# vga_timing_ctrl

**config.mk**
```make
export PLATFORM = sky130hd
export DESIGN_NAME = vga_timing_ctrl
export DESIGN_NICKNAME = d
export VERILOG_FILES = /design/src/rtl/vga_timing_pkg.sv /design/src/rtl/vga_axis_fsm.sv /design/src/rtl/vga_timing_ctrl.sv
export SDC_FILE = /design/constraint.sdc
export NUM_CORES = 1
export LEC_CHECK = 0
export CAP_MARGIN = 20
export CORE_MARGIN = 10
export CORE_UTILIZATION = 53
export CTS_BUF_LIST = sky130_fd_sc_hd__clkbuf_2
export DETAILED_ROUTE_END_ITERATION = 8
export PLACE_DENSITY = 0.85
export SLEW_MARGIN = 20
export SYNTH_ARGS = -nofsm -noshare
export SYNTH_HDL_FRONTEND = slang
export SYNTH_SLANG_ARGS = --single-unit
```
**constraint.sdc**
```tcl
create_clock -name clk -period 7.1 [get_ports clk]
set_input_delay 0.71 -clock clk [delete_from_list [all_inputs] [get_ports clk]]
set_output_delay 0.71 -clock clk [all_outputs]
set_load 0.05 [all_outputs]
```
**src/rtl/vga_timing_pkg.sv**
```systemverilog
// vga_timing_pkg: axis phase type, coordinate width and 640x480@60 default raster timing.
package vga_timing_pkg;

    localparam int unsigned COORD_W = 10;

    typedef enum logic [1:0] {ACT, FP, SYNC, BP} axis_state_t;

    localparam int unsigned DEF_H_ACTIVE = 640;
    localparam int unsigned DEF_H_FP     = 16;
    localparam int unsigned DEF_H_SYNC   = 96;
    localparam int unsigned DEF_H_BP     = 48;
    localparam int unsigned DEF_V_ACTIVE = 480;
    localparam int unsigned DEF_V_FP     = 10;
    localparam int unsigned DEF_V_SYNC   = 2;
    localparam int unsigned DEF_V_BP     = 33;

    function automatic int unsigned axis_total(input int unsigned a, input int unsigned f,
                                               input int unsigned s, input int unsigned b);
        return a + f + s + b;
    endfunction

endpackage

```
**src/rtl/vga_axis_fsm.sv**
```systemverilog
// vga_axis_fsm: one raster axis -- position counter plus ACT/FP/SYNC/BP phase, advancing on step.
module vga_axis_fsm
    import vga_timing_pkg::*;
#(
    parameter int unsigned ACTIVE   = DEF_H_ACTIVE,
    parameter int unsigned FRONT    = DEF_H_FP,
    parameter int unsigned SYNC_LEN = DEF_H_SYNC,
    parameter int unsigned BACK     = DEF_H_BP
)(
    input  logic               clk,
    input  logic               rst,
    input  logic               step,
    output logic [COORD_W-1:0] count,
    output axis_state_t        state,
    output logic               wrap
);

    localparam logic [COORD_W-1:0] L_ACT_END  = COORD_W'(ACTIVE - 1);
    localparam logic [COORD_W-1:0] L_FP_END   = COORD_W'(ACTIVE + FRONT - 1);
    localparam logic [COORD_W-1:0] L_SYNC_END = COORD_W'(ACTIVE + FRONT + SYNC_LEN - 1);
    localparam logic [COORD_W-1:0] L_LAST     = COORD_W'(axis_total(ACTIVE, FRONT, SYNC_LEN, BACK) - 1);

    logic [COORD_W-1:0] r_count;
    axis_state_t        r_state;
    logic               w_last;

    assign w_last = (r_count == L_LAST);

    always_ff @(posedge clk or posedge rst) begin
        if (rst) begin
            r_count <= '0;
            r_state <= ACT;
        end else if (step) begin
            r_count <= w_last ? '0 : r_count + 1'b1;
            case (r_state)
                ACT:     if (r_count == L_ACT_END)  r_state <= FP;
                FP:      if (r_count == L_FP_END)   r_state <= SYNC;
                SYNC:    if (r_count == L_SYNC_END) r_state <= BP;
                default: if (w_last)                r_state <= ACT;
            endcase
        end
    end

    assign count = r_count;
    assign state = r_state;
    assign wrap  = step && w_last;

endmodule

```
**src/rtl/vga_timing_ctrl.sv**
```systemverilog
// vga_timing_ctrl: raster timing generator (sync, data-enable, coordinates, line/frame strobes).
// Optional macro VGA_PIXDIV_EN halves the pixel tick rate with an internal phase flop.
module vga_timing_ctrl
    import vga_timing_pkg::*;
#(
    parameter int unsigned H_ACTIVE = DEF_H_ACTIVE,
    parameter int unsigned H_FP     = DEF_H_FP,
    parameter int unsigned H_SYNC   = DEF_H_SYNC,
    parameter int unsigned H_BP     = DEF_H_BP,
    parameter int unsigned V_ACTIVE = DEF_V_ACTIVE,
    parameter int unsigned V_FP     = DEF_V_FP,
    parameter int unsigned V_SYNC   = DEF_V_SYNC,
    parameter int unsigned V_BP     = DEF_V_BP,
    parameter bit          SYNC_POL = 1'b0
)(
    input  logic               clk,
    input  logic               rst,
    input  logic               en,
    output logic               hsync,
    output logic               vsync,
    output logic               de,
    output logic [COORD_W-1:0] x,
    output logic [COORD_W-1:0] y,
    output logic               line_start,
    output logic               frame_start
);

    logic               w_tick;
    logic               w_first;
    logic [COORD_W-1:0] w_hcount, w_vcount;
    axis_state_t        w_hstate, w_vstate;
    logic               w_hwrap, w_vwrap;

`ifdef VGA_PIXDIV_EN
    logic r_phase;

    always_ff @(posedge clk or posedge rst) begin
        if (rst) r_phase <= 1'b0;
        else if (en) r_phase <= ~r_phase;
    end

    assign w_tick  = en && r_phase;
    assign w_first = en && !r_phase;
`else
    assign w_tick  = en;
    assign w_first = en;
`endif

    vga_axis_fsm #(.ACTIVE(H_ACTIVE), .FRONT(H_FP), .SYNC_LEN(H_SYNC), .BACK(H_BP)) u_h (
        .clk(clk), .rst(rst), .step(w_tick),
        .count(w_hcount), .state(w_hstate), .wrap(w_hwrap)
    );

    vga_axis_fsm #(.ACTIVE(V_ACTIVE), .FRONT(V_FP), .SYNC_LEN(V_SYNC), .BACK(V_BP)) u_v (
        .clk(clk), .rst(rst), .step(w_hwrap),
        .count(w_vcount), .state(w_vstate), .wrap(w_vwrap)
    );

    logic               r_h0, r_hv0;
    logic               r_hsync, r_vsync, r_de, r_ls, r_fs;
    logic [COORD_W-1:0] r_x, r_y;

    // r_h0 / r_hv0 flag that the held position is x=0 / (0,0); they follow the wraps on each tick
    always_ff @(posedge clk or posedge rst) begin
        if (rst) begin
            r_h0    <= 1'b1;
            r_hv0   <= 1'b1;
            r_x     <= '0;
            r_y     <= '0;
            r_de    <= 1'b0;
            r_hsync <= ~SYNC_POL;
            r_vsync <= ~SYNC_POL;
            r_ls    <= 1'b0;
            r_fs    <= 1'b0;
        end else begin
            r_ls <= w_first && r_h0;
            r_fs <= w_first && r_hv0;
            if (en) begin
                r_x     <= w_hcount;
                r_y     <= w_vcount;
                r_de    <= (w_hstate == ACT) && (w_vstate == ACT);
                r_hsync <= (w_hstate == SYNC) ? SYNC_POL : ~SYNC_POL;
                r_vsync <= (w_vstate == SYNC) ? SYNC_POL : ~SYNC_POL;
            end
            if (w_tick) begin
                r_h0  <= w_hwrap;
                r_hv0 <= w_vwrap;
            end
        end
    end

    assign x           = r_x;
    assign y           = r_y;
    assign de          = r_de;
    assign hsync       = r_hsync;
    assign vsync       = r_vsync;
    assign line_start  = r_ls;
    assign frame_start = r_fs;

endmodule

```
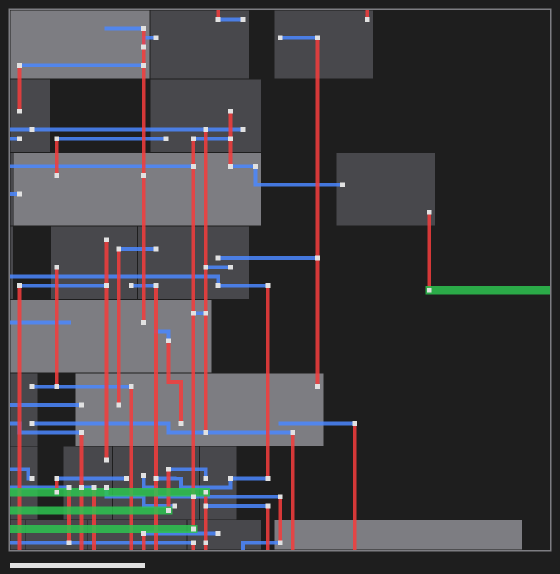
(vga_timing_ctrl/closeup.png)
The bar under the picture is 5 um long. Region (56, 56) to (76, 76) um. Cells in grey, sequential cells in the stronger grey; small squares are vias.
| colour | layer |
|---|---|
| blue | M1 |
| green | M3 |
| red | M2 |
cells with their middle in the window: 13
sequential cells in the window: 4
most frequent: dfrtp_1 (4), clkdlybuf4s50_1 (3), mux2_2 (2)
netlist names of flops here include: x (3), u_h.count (1)

==> run notes <==
fresh numbers from the pnr run: Highest Signal Layer=met4, Placer Congestion=0.8518, yosys simple share=14.84%, clock network area share=1.344%, CTS Buf Count=5, status=finished, final reports clean, nonclk inv count=16, relative slew slack=41.48%, synth-to-layout area growth=14.64%, CTS resizes=0, Final setup viols=0, met2 Use GR=18.39%, Final non-clock buffer share=10.22%, I/O Buffers=27, n_diodes=0, flip-flops=51, most common cell in the synthesized netlist=dfrtp_1, Syn. warnings=0
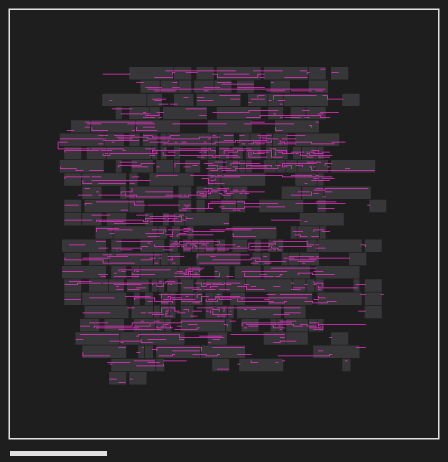
(vga_timing_ctrl/m1.png)
The bar under the picture is 20 um long.
main direction: horizontal
wire length on this layer: 1990 um
share of all routed wire: 43%
nets with wire on the layer: 216


# uart_apb_cmd_master

==> uart_apb_cmd_master/layers.png <==
The bar under the picture is 20 um long. Two of the layers only.
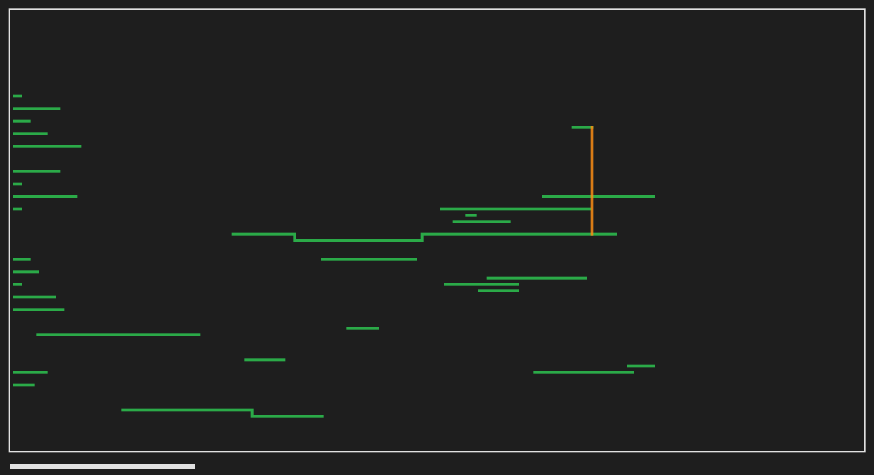
$ cat src/rtl/uart_apb_cmd_master.sv
// uart_apb_cmd_master: parses 'W'/'R' byte commands from a UART RX stream,
// runs one APB3 transfer per command and returns status/read bytes on TX.
module uart_apb_cmd_master #(
    parameter int          ADDR_WIDTH     = 5,
    parameter int          TIMEOUT_CYCLES = 1000,
    parameter logic [7:0]  CMD_WR         = 8'h57,
    parameter logic [7:0]  CMD_RD         = 8'h52,
    parameter logic [7:0]  ST_OK          = 8'h4B,
    parameter logic [7:0]  ST_ERR         = 8'h45
) (
    input  logic                  PCLK,
    input  logic                  PRESET,
    input  logic [7:0]            RX_DATA,
    input  logic                  RX_VALID,
    output logic [7:0]            TX_DATA,
    output logic                  TX_VALID,
    input  logic                  TX_READY,
    output logic [ADDR_WIDTH-1:0] PADDR,
    output logic                  PSEL,
    output logic                  PENABLE,
    output logic                  PWRITE,
    output logic [7:0]            PWDATA,
    input  logic [7:0]            PRDATA,
    input  logic                  PREADY,
    input  logic                  PSLVERR,
    output logic                  BUSY,
    output logic                  DROPPED
);

    localparam int CW = $clog2(TIMEOUT_CYCLES + 1);

    typedef enum logic [2:0] {
        S_IDLE,
        S_GET_ADDR,
        S_GET_DATA,
        S_APB_SETUP,
        S_APB_ACCESS,
        S_SEND_STATUS,
        S_SEND_DATA
    } state_t;

    state_t                r_state;
    state_t                w_next;
    logic                  r_write;
    logic                  r_err;
    logic [7:0]            r_rdata;
    logic [7:0]            r_wdata;
    logic [ADDR_WIDTH-1:0] r_addr;
    logic [CW-1:0]         r_cnt;
    logic                  w_is_cmd;
    logic                  w_timeout;
    logic                  w_getting;

    assign w_is_cmd  = (RX_DATA == CMD_WR) || (RX_DATA == CMD_RD);
    assign w_timeout = (r_cnt == CW'(TIMEOUT_CYCLES - 1));
    assign w_getting = (r_state == S_GET_ADDR) || (r_state == S_GET_DATA);
    assign PADDR     = r_addr;
    assign PWDATA    = r_wdata;

    // State register
    always_ff @(posedge PCLK or posedge PRESET) begin
        if (PRESET) begin
            r_state <= S_IDLE;
        end else begin
            r_state <= w_next;
        end
    end

    // Next-state logic plus APB, TX and drop outputs decoded from state
    always_comb begin
        w_next   = r_state;
        PSEL     = 1'b0;
        PENABLE  = 1'b0;
        PWRITE   = 1'b0;
        TX_VALID = 1'b0;
        TX_DATA  = 8'h00;
        DROPPED  = 1'b0;
        BUSY     = (r_state != S_IDLE);
        case (r_state)
            S_IDLE: begin
                if (RX_VALID) begin
                    if (w_is_cmd) begin
                        w_next = S_GET_ADDR;
                    end else begin
                        DROPPED = 1'b1;
                    end
                end
            end
            S_GET_ADDR: begin
                if (RX_VALID) begin
                    w_next = r_write ? S_GET_DATA : S_APB_SETUP;
                end else if (w_timeout) begin
                    w_next = S_IDLE;
                end
            end
            S_GET_DATA: begin
                if (RX_VALID) begin
                    w_next = S_APB_SETUP;
                end else if (w_timeout) begin
                    w_next = S_IDLE;
                end
            end
            S_APB_SETUP: begin
                PSEL    = 1'b1;
                PWRITE  = r_write;
                DROPPED = RX_VALID;
                w_next  = S_APB_ACCESS;
            end
            S_APB_ACCESS: begin
                PSEL    = 1'b1;
                PENABLE = 1'b1;
                PWRITE  = r_write;
                DROPPED = RX_VALID;
                if (PREADY) begin
                    w_next = S_SEND_STATUS;
                end
            end
            S_SEND_STATUS: begin
                TX_VALID = 1'b1;
                TX_DATA  = r_err ? ST_ERR : ST_OK;
                DROPPED  = RX_VALID;
                if (TX_READY) begin
                    w_next = r_write ? S_IDLE : S_SEND_DATA;
                end
            end
            S_SEND_DATA: begin
                TX_VALID = 1'b1;
                TX_DATA  = r_rdata;
                DROPPED  = RX_VALID;
                if (TX_READY) begin
                    w_next = S_IDLE;
                end
            end
            default: begin
                w_next = S_IDLE;
            end
        endcase
    end

    // Command fields, APB response capture and inter-byte timeout counter
    always_ff @(posedge PCLK or posedge PRESET) begin
        if (PRESET) begin
            r_write <= 1'b0;
            r_err   <= 1'b0;
            r_rdata <= 8'h00;
            r_wdata <= 8'h00;
            r_addr  <= '0;
            r_cnt   <= '0;
        end else begin
            if (r_state == S_IDLE && RX_VALID && w_is_cmd) begin
                r_write <= (RX_DATA == CMD_WR);
            end
            if (r_state == S_GET_ADDR && RX_VALID) begin
                r_addr <= RX_DATA[ADDR_WIDTH-1:0];
            end
            if (r_state == S_GET_DATA && RX_VALID) begin
                r_wdata <= RX_DATA;
            end
            if (r_state == S_APB_ACCESS && PREADY) begin
                r_rdata <= PRDATA;
                r_err   <= PSLVERR;
            end
            // Any state change restarts the count, so entry to a GET state sees 0
            if (w_next != r_state) begin
                r_cnt <= '0;
            end else if (w_getting && !RX_VALID) begin
                r_cnt <= r_cnt + 1'b1;
            end
        end
    end

endmodule

$ cat config.mk
export PLATFORM = sky130hd
export DESIGN_NAME = uart_apb_cmd_master
export DESIGN_NICKNAME = d
export VERILOG_FILES = /design/src/rtl/uart_apb_cmd_master.sv
export SDC_FILE = /design/constraint.sdc
export NUM_CORES = 1
export LEC_CHECK = 0
export CORE_ASPECT_RATIO = 0.5
export CORE_MARGIN = 1.5
export CORE_UTILIZATION = 49
export CTS_CLUSTER_SIZE = 24
export DETAILED_ROUTE_END_ITERATION = 12
export GPL_TIMING_DRIVEN = 0
export PLACE_DENSITY = 0.77
export SYNTH_ARGS = -nofsm -noshare
export SYNTH_HDL_FRONTEND = slang
export SYNTH_SLANG_ARGS = --single-unit
$ cat constraint.sdc
create_clock -name PCLK -period 2.2 [get_ports PCLK]
set_input_delay 0.44 -clock PCLK [delete_from_list [all_inputs] [get_ports PCLK]]
set_output_delay 0.44 -clock PCLK [all_outputs]
set_load 0.005 [all_outputs]
==> run notes <==
fresh numbers from the pnr run: via count=1594, Initial DRC Count=71, clock share of power=15.2%, worst path cell trace=clkdlybuf4s50_1, xnor2_2, a21oi_2, o311a_1, clkbuf_2, die span in x=92.46 um, yosys simple share=19.97%, drt via density=5.403, main logic family after synthesis=simple AND/OR/NAND/NOR gates, Core Region=3622 um2, status=finished, final reports clean, Fmax=0.4657 GHz, Logic Gate Count=131, tool warnings=28, worst hold path endpoint=PWDATA[7]$_DFFE_PP0P_, n_diodes=0, combinational group share of total power=50.4%, Async S/R FF share, synth=100.0%, Switching Fraction=34.36%, syn nets=204, WP buf/inv=2, met2 Use GR=37.94%, syn avg cell area=10.83 um2, area leader, netlist=dfrtp_1, Startpoint Class=input port, Biggest register=r_cnt
## Picture notes: uart_apb_cmd_master/layers.png
| colour | layer | wire length |
|---|---|---|
| orange | M4 | 11.6 um |
| green | M3 | 224 um |


# demux4_stream

## src/rtl/demux4_pkg.sv

```systemverilog
// demux4_pkg: shared types and constants for the demux4_stream block.
//   NUM_LANES      - number of consumer lanes
//   lane_sel_t     - 2-bit lane index
//   demux4_state_t - holding-register occupancy state
package demux4_pkg;

  localparam int unsigned NUM_LANES = 4;
  localparam int unsigned SEL_W     = 2;

  typedef logic [SEL_W-1:0] lane_sel_t;

  typedef enum logic {
    EMPTY = 1'b0,
    FULL  = 1'b1
  } demux4_state_t;

endpackage : demux4_pkg

```

## src/rtl/demux4_stream_dec2to4.sv

```systemverilog
// dec2to4: combinational 2-to-4 one-hot decoder with enable.
// Ports:
//   en_i       - when low, all outputs are zero
//   sel_i      - lane index to decode
//   onehot_c_o - one-hot lane vector (combinational)
module dec2to4
  import demux4_pkg::*;
(
  input  logic                 en_i,
  input  lane_sel_t            sel_i,
  output logic [NUM_LANES-1:0] onehot_c_o
);

  // One-hot decode gated by enable
  always_comb begin
    onehot_c_o = '0;
    if (en_i) begin
      onehot_c_o[sel_i] = 1'b1;
    end
  end

endmodule : dec2to4

```

## src/rtl/demux4_stream.sv

```systemverilog
// demux4_stream: 1-to-4 registered stream demultiplexer.
// A single holding register captures one word plus its destination lane and
// presents it to exactly one of four consumer lanes. Draining and refilling
// can happen in the same cycle, so full throughput (one word/clk) is kept.
// Optional build macro: DEMUX4_STATS_EN adds per-lane transfer counters on
// the lane_cnt port.
// Ports:
//   clk, rst   - rising-edge clock, asynchronous active-high reset
//   in_valid   - producer has a word
//   in_ready   - block accepts a word this cycle (combinational from out_ready)
//   in_data    - word to route
//   in_sel     - destination lane 0..3
//   out_valid  - one-hot lane valid for the held word
//   out_ready  - per-lane consumer ready
//   out_data   - held word, shared by all lanes
//   out_sel    - lane of the held word
//   busy       - holding register is occupied
//   lane_cnt   - per-lane transfer counters (DEMUX4_STATS_EN only)
module demux4_stream
  import demux4_pkg::*;
#(
  parameter int unsigned WIDTH = 32,
  parameter int unsigned CNT_W = 16
) (
  input  logic                 clk,
  input  logic                 rst,
  input  logic                 in_valid,
  output logic                 in_ready,
  input  logic [WIDTH-1:0]     in_data,
  input  logic [1:0]           in_sel,
  output logic [3:0]           out_valid,
  input  logic [3:0]           out_ready,
  output logic [WIDTH-1:0]     out_data,
  output logic [1:0]           out_sel,
  output logic                 busy
`ifdef DEMUX4_STATS_EN
  ,
  output logic [3:0][CNT_W-1:0] lane_cnt
`endif
);

  // Parameter sanity at elaboration
  if (WIDTH == 0 || CNT_W == 0) begin : g_bad_param
    $error("demux4_stream: WIDTH and CNT_W must be non-zero");
  end

  demux4_state_t    state_q, state_d;
  logic [WIDTH-1:0] data_q, data_d;
  lane_sel_t        sel_q, sel_d;

  logic in_fire;
  logic out_fire;
  logic full;

  assign full = (state_q == FULL);

  // Lane valid is a pure decode of registered state: no in_* -> out_* path
  dec2to4 u_valid_dec (
    .en_i       (full),
    .sel_i      (sel_q),
    .onehot_c_o (out_valid)
  );

  // Only the addressed lane's ready can drain the register
  assign out_fire = |(out_valid & out_ready);
  assign in_ready = (state_q == EMPTY) | out_ready[sel_q];
  assign in_fire  = in_valid & in_ready;

  assign out_data = data_q;
  assign out_sel  = sel_q;
  assign busy     = full;

  // State register
  always_ff @(posedge clk or posedge rst) begin
    if (rst) begin
      state_q <= EMPTY;
      data_q  <= '0;
      sel_q   <= '0;
    end else begin
      state_q <= state_d;
      data_q  <= data_d;
      sel_q   <= sel_d;
    end
  end

  // Next-state: capture on in_fire, drop to EMPTY on a drain without refill
  always_comb begin
    state_d = state_q;
    data_d  = data_q;
    sel_d   = sel_q;
    unique case (state_q)
      EMPTY: begin
        if (in_fire) begin
          state_d = FULL;
          data_d  = in_data;
          sel_d   = lane_sel_t'(in_sel);
        end
      end
      FULL: begin
        if (out_fire) begin
          if (in_fire) begin
            data_d = in_data;
            sel_d  = lane_sel_t'(in_sel);
          end else begin
            state_d = EMPTY;
          end
        end
      end
      default: state_d = EMPTY;
    endcase
  end

`ifdef DEMUX4_STATS_EN
  logic [NUM_LANES-1:0]            cnt_inc;
  logic [NUM_LANES-1:0][CNT_W-1:0] cnt_q, cnt_d;

  // Same decoder steers the single per-cycle increment
  dec2to4 u_cnt_dec (
    .en_i       (out_fire),
    .sel_i      (sel_q),
    .onehot_c_o (cnt_inc)
  );

  // Counters wrap naturally at all-ones
  always_comb begin
    cnt_d = cnt_q;
    for (int k = 0; k < NUM_LANES; k++) begin
      if (cnt_inc[k]) begin
        cnt_d[k] = cnt_q[k] + CNT_W'(1);
      end
    end
  end

  always_ff @(posedge clk or posedge rst) begin
    if (rst) begin
      cnt_q <= '0;
    end else begin
      cnt_q <= cnt_d;
    end
  end

  assign lane_cnt = cnt_q;
`endif

endmodule : demux4_stream

```

## config.mk

```make
export PLATFORM = sky130hd
export DESIGN_NAME = demux4_stream
export DESIGN_NICKNAME = d
export VERILOG_FILES = /design/src/rtl/demux4_pkg.sv /design/src/rtl/demux4_stream_dec2to4.sv /design/src/rtl/demux4_stream.sv
export SDC_FILE = /design/constraint.sdc
export NUM_CORES = 1
export LEC_CHECK = 0
export CORE_MARGIN = 1
export CORE_UTILIZATION = 34
export CTS_CLUSTER_SIZE = 10
export DETAILED_ROUTE_END_ITERATION = 10
export PLACE_DENSITY = 0.75
export SETUP_SLACK_MARGIN = 0.05
export SKIP_LAST_GASP = 1
export SYNTH_ARGS = -nofsm -noshare
export SYNTH_HDL_FRONTEND = slang
export SYNTH_SLANG_ARGS = --single-unit
```

## constraint.sdc

```tcl
create_clock -name clk -period 1.6 [get_ports clk]
set_input_delay 0.24 -clock clk [delete_from_list [all_inputs] [get_ports clk]]
set_output_delay 0.24 -clock clk [all_outputs]
set_load 0.02 [all_outputs]
```

==> run notes <==
fresh numbers from the pnr run: fraction of layout cells with a size suffix above 1=33.33%, Highest Signal Layer=met4, Comb. pwr=2.08 mW, die y size=67.00 um, ANT nets after route=0, Finished Core Util=59.94%, number of global-route vias before repair=1088, FP Util=35.65%, Post-Syn Instances=91, tool warnings=29, violations in the final reports=negative setup slack, Final setup viols=34, Worst R2R Start=out_sel[0]$_DFFE_PP0P_, TAP cells=50, # Max-Cap Violations=0, Switching Fraction=34.08%, area leader, netlist=dfrtp_1, clk_skew=0.002964 ns, Largest register FFs=32, die span in x=67.00 um, CTS Buf Count=5, Sequential Area=879.6 um2, Commonest Layout Cell=clkdlybuf4s50_1, slowest stage cell on the critical path=dfrtp_2, Routed WL=3332 um, slowest stage delay, CP=0.46 ns, XOR/XNOR share of the synthesized area=0%, worst setup margin=-0.1257 ns, sequential share of cell area=36.42%, initial antenna violation count=0, distinct lib cells=17, Late-Pin Clk Latency=0.27 ns, I/O Buffers=80, worst setup path start=out_sel[0]$_DFFE_PP0P_, reg-to-reg endpoint=out_data[10]$_DFFE_PP0P_, status=finished, violations left
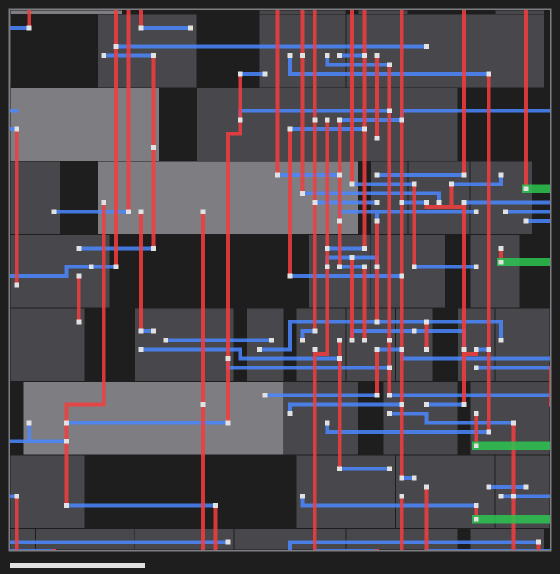
(demux4_stream/closeup.png)
The bar under the picture is 5 um long. Region (40, 40) to (60, 60) um. Cells in grey, sequential cells in the stronger grey; small squares are vias.
| colour | layer |
|---|---|
| blue | M1 |
| red | M2 |
| green | M3 |
most frequent: clkdlybuf4s50_1 (5), buf_4 (4)
cells with their middle in the window: 30
sequential cells in the window: 3

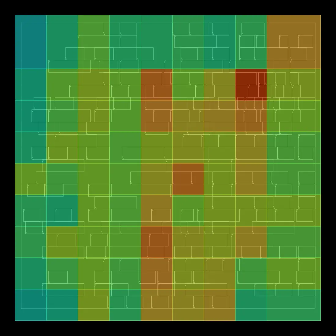
(demux4_stream/congestion_map.png)
met1 Use GR: 16.88%
overall routing resource usage: 15.76%
routing usage on met3: 6.336%
wire per inst: 14.30 um
busiest grt layer: met2

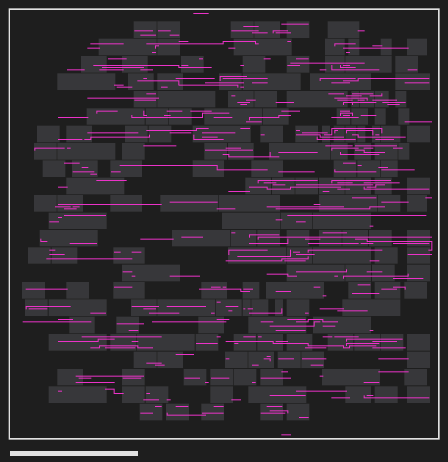
(demux4_stream/m1.png)
The bar under the picture is 20 um long.
share of all routed wire: 39%
nets with wire on the layer: 184
longest straight run: 27.1 um
wire length on this layer: 1300 um



==> notes/layouts.md <==
Pictures saved along the way, in no particular order.

Signal metal coverage by tile.
panel A
The die is cut into 18 by 10 equal tiles; white is low, dark blue is high, scaled to the fullest tile. Values are wire area over tile area, all layers added.
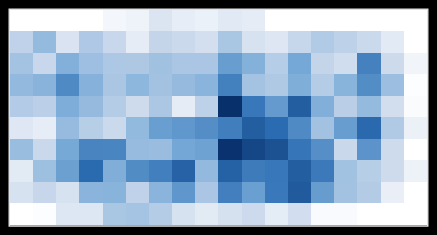
panel B
The die is cut into 18 by 18 equal tiles; white is low, dark blue is high, scaled to the fullest tile. Values are wire area over tile area, all layers added.
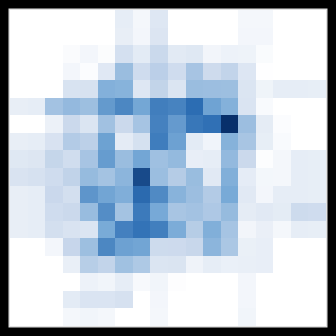
panel C
The die is cut into 13 by 13 equal tiles; white is low, dark blue is high, scaled to the fullest tile. Values are wire area over tile area, all layers added.
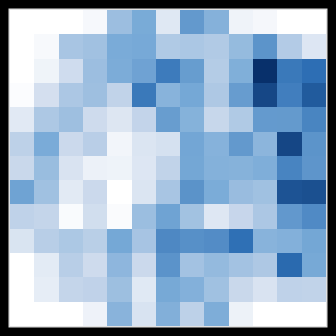
For demux4_stream, see panel C.
For uart_apb_cmd_master, see panel A.
For vga_timing_ctrl, see panel B.

Power figures rest on the tool's default switching activity, not on a simulated workload.
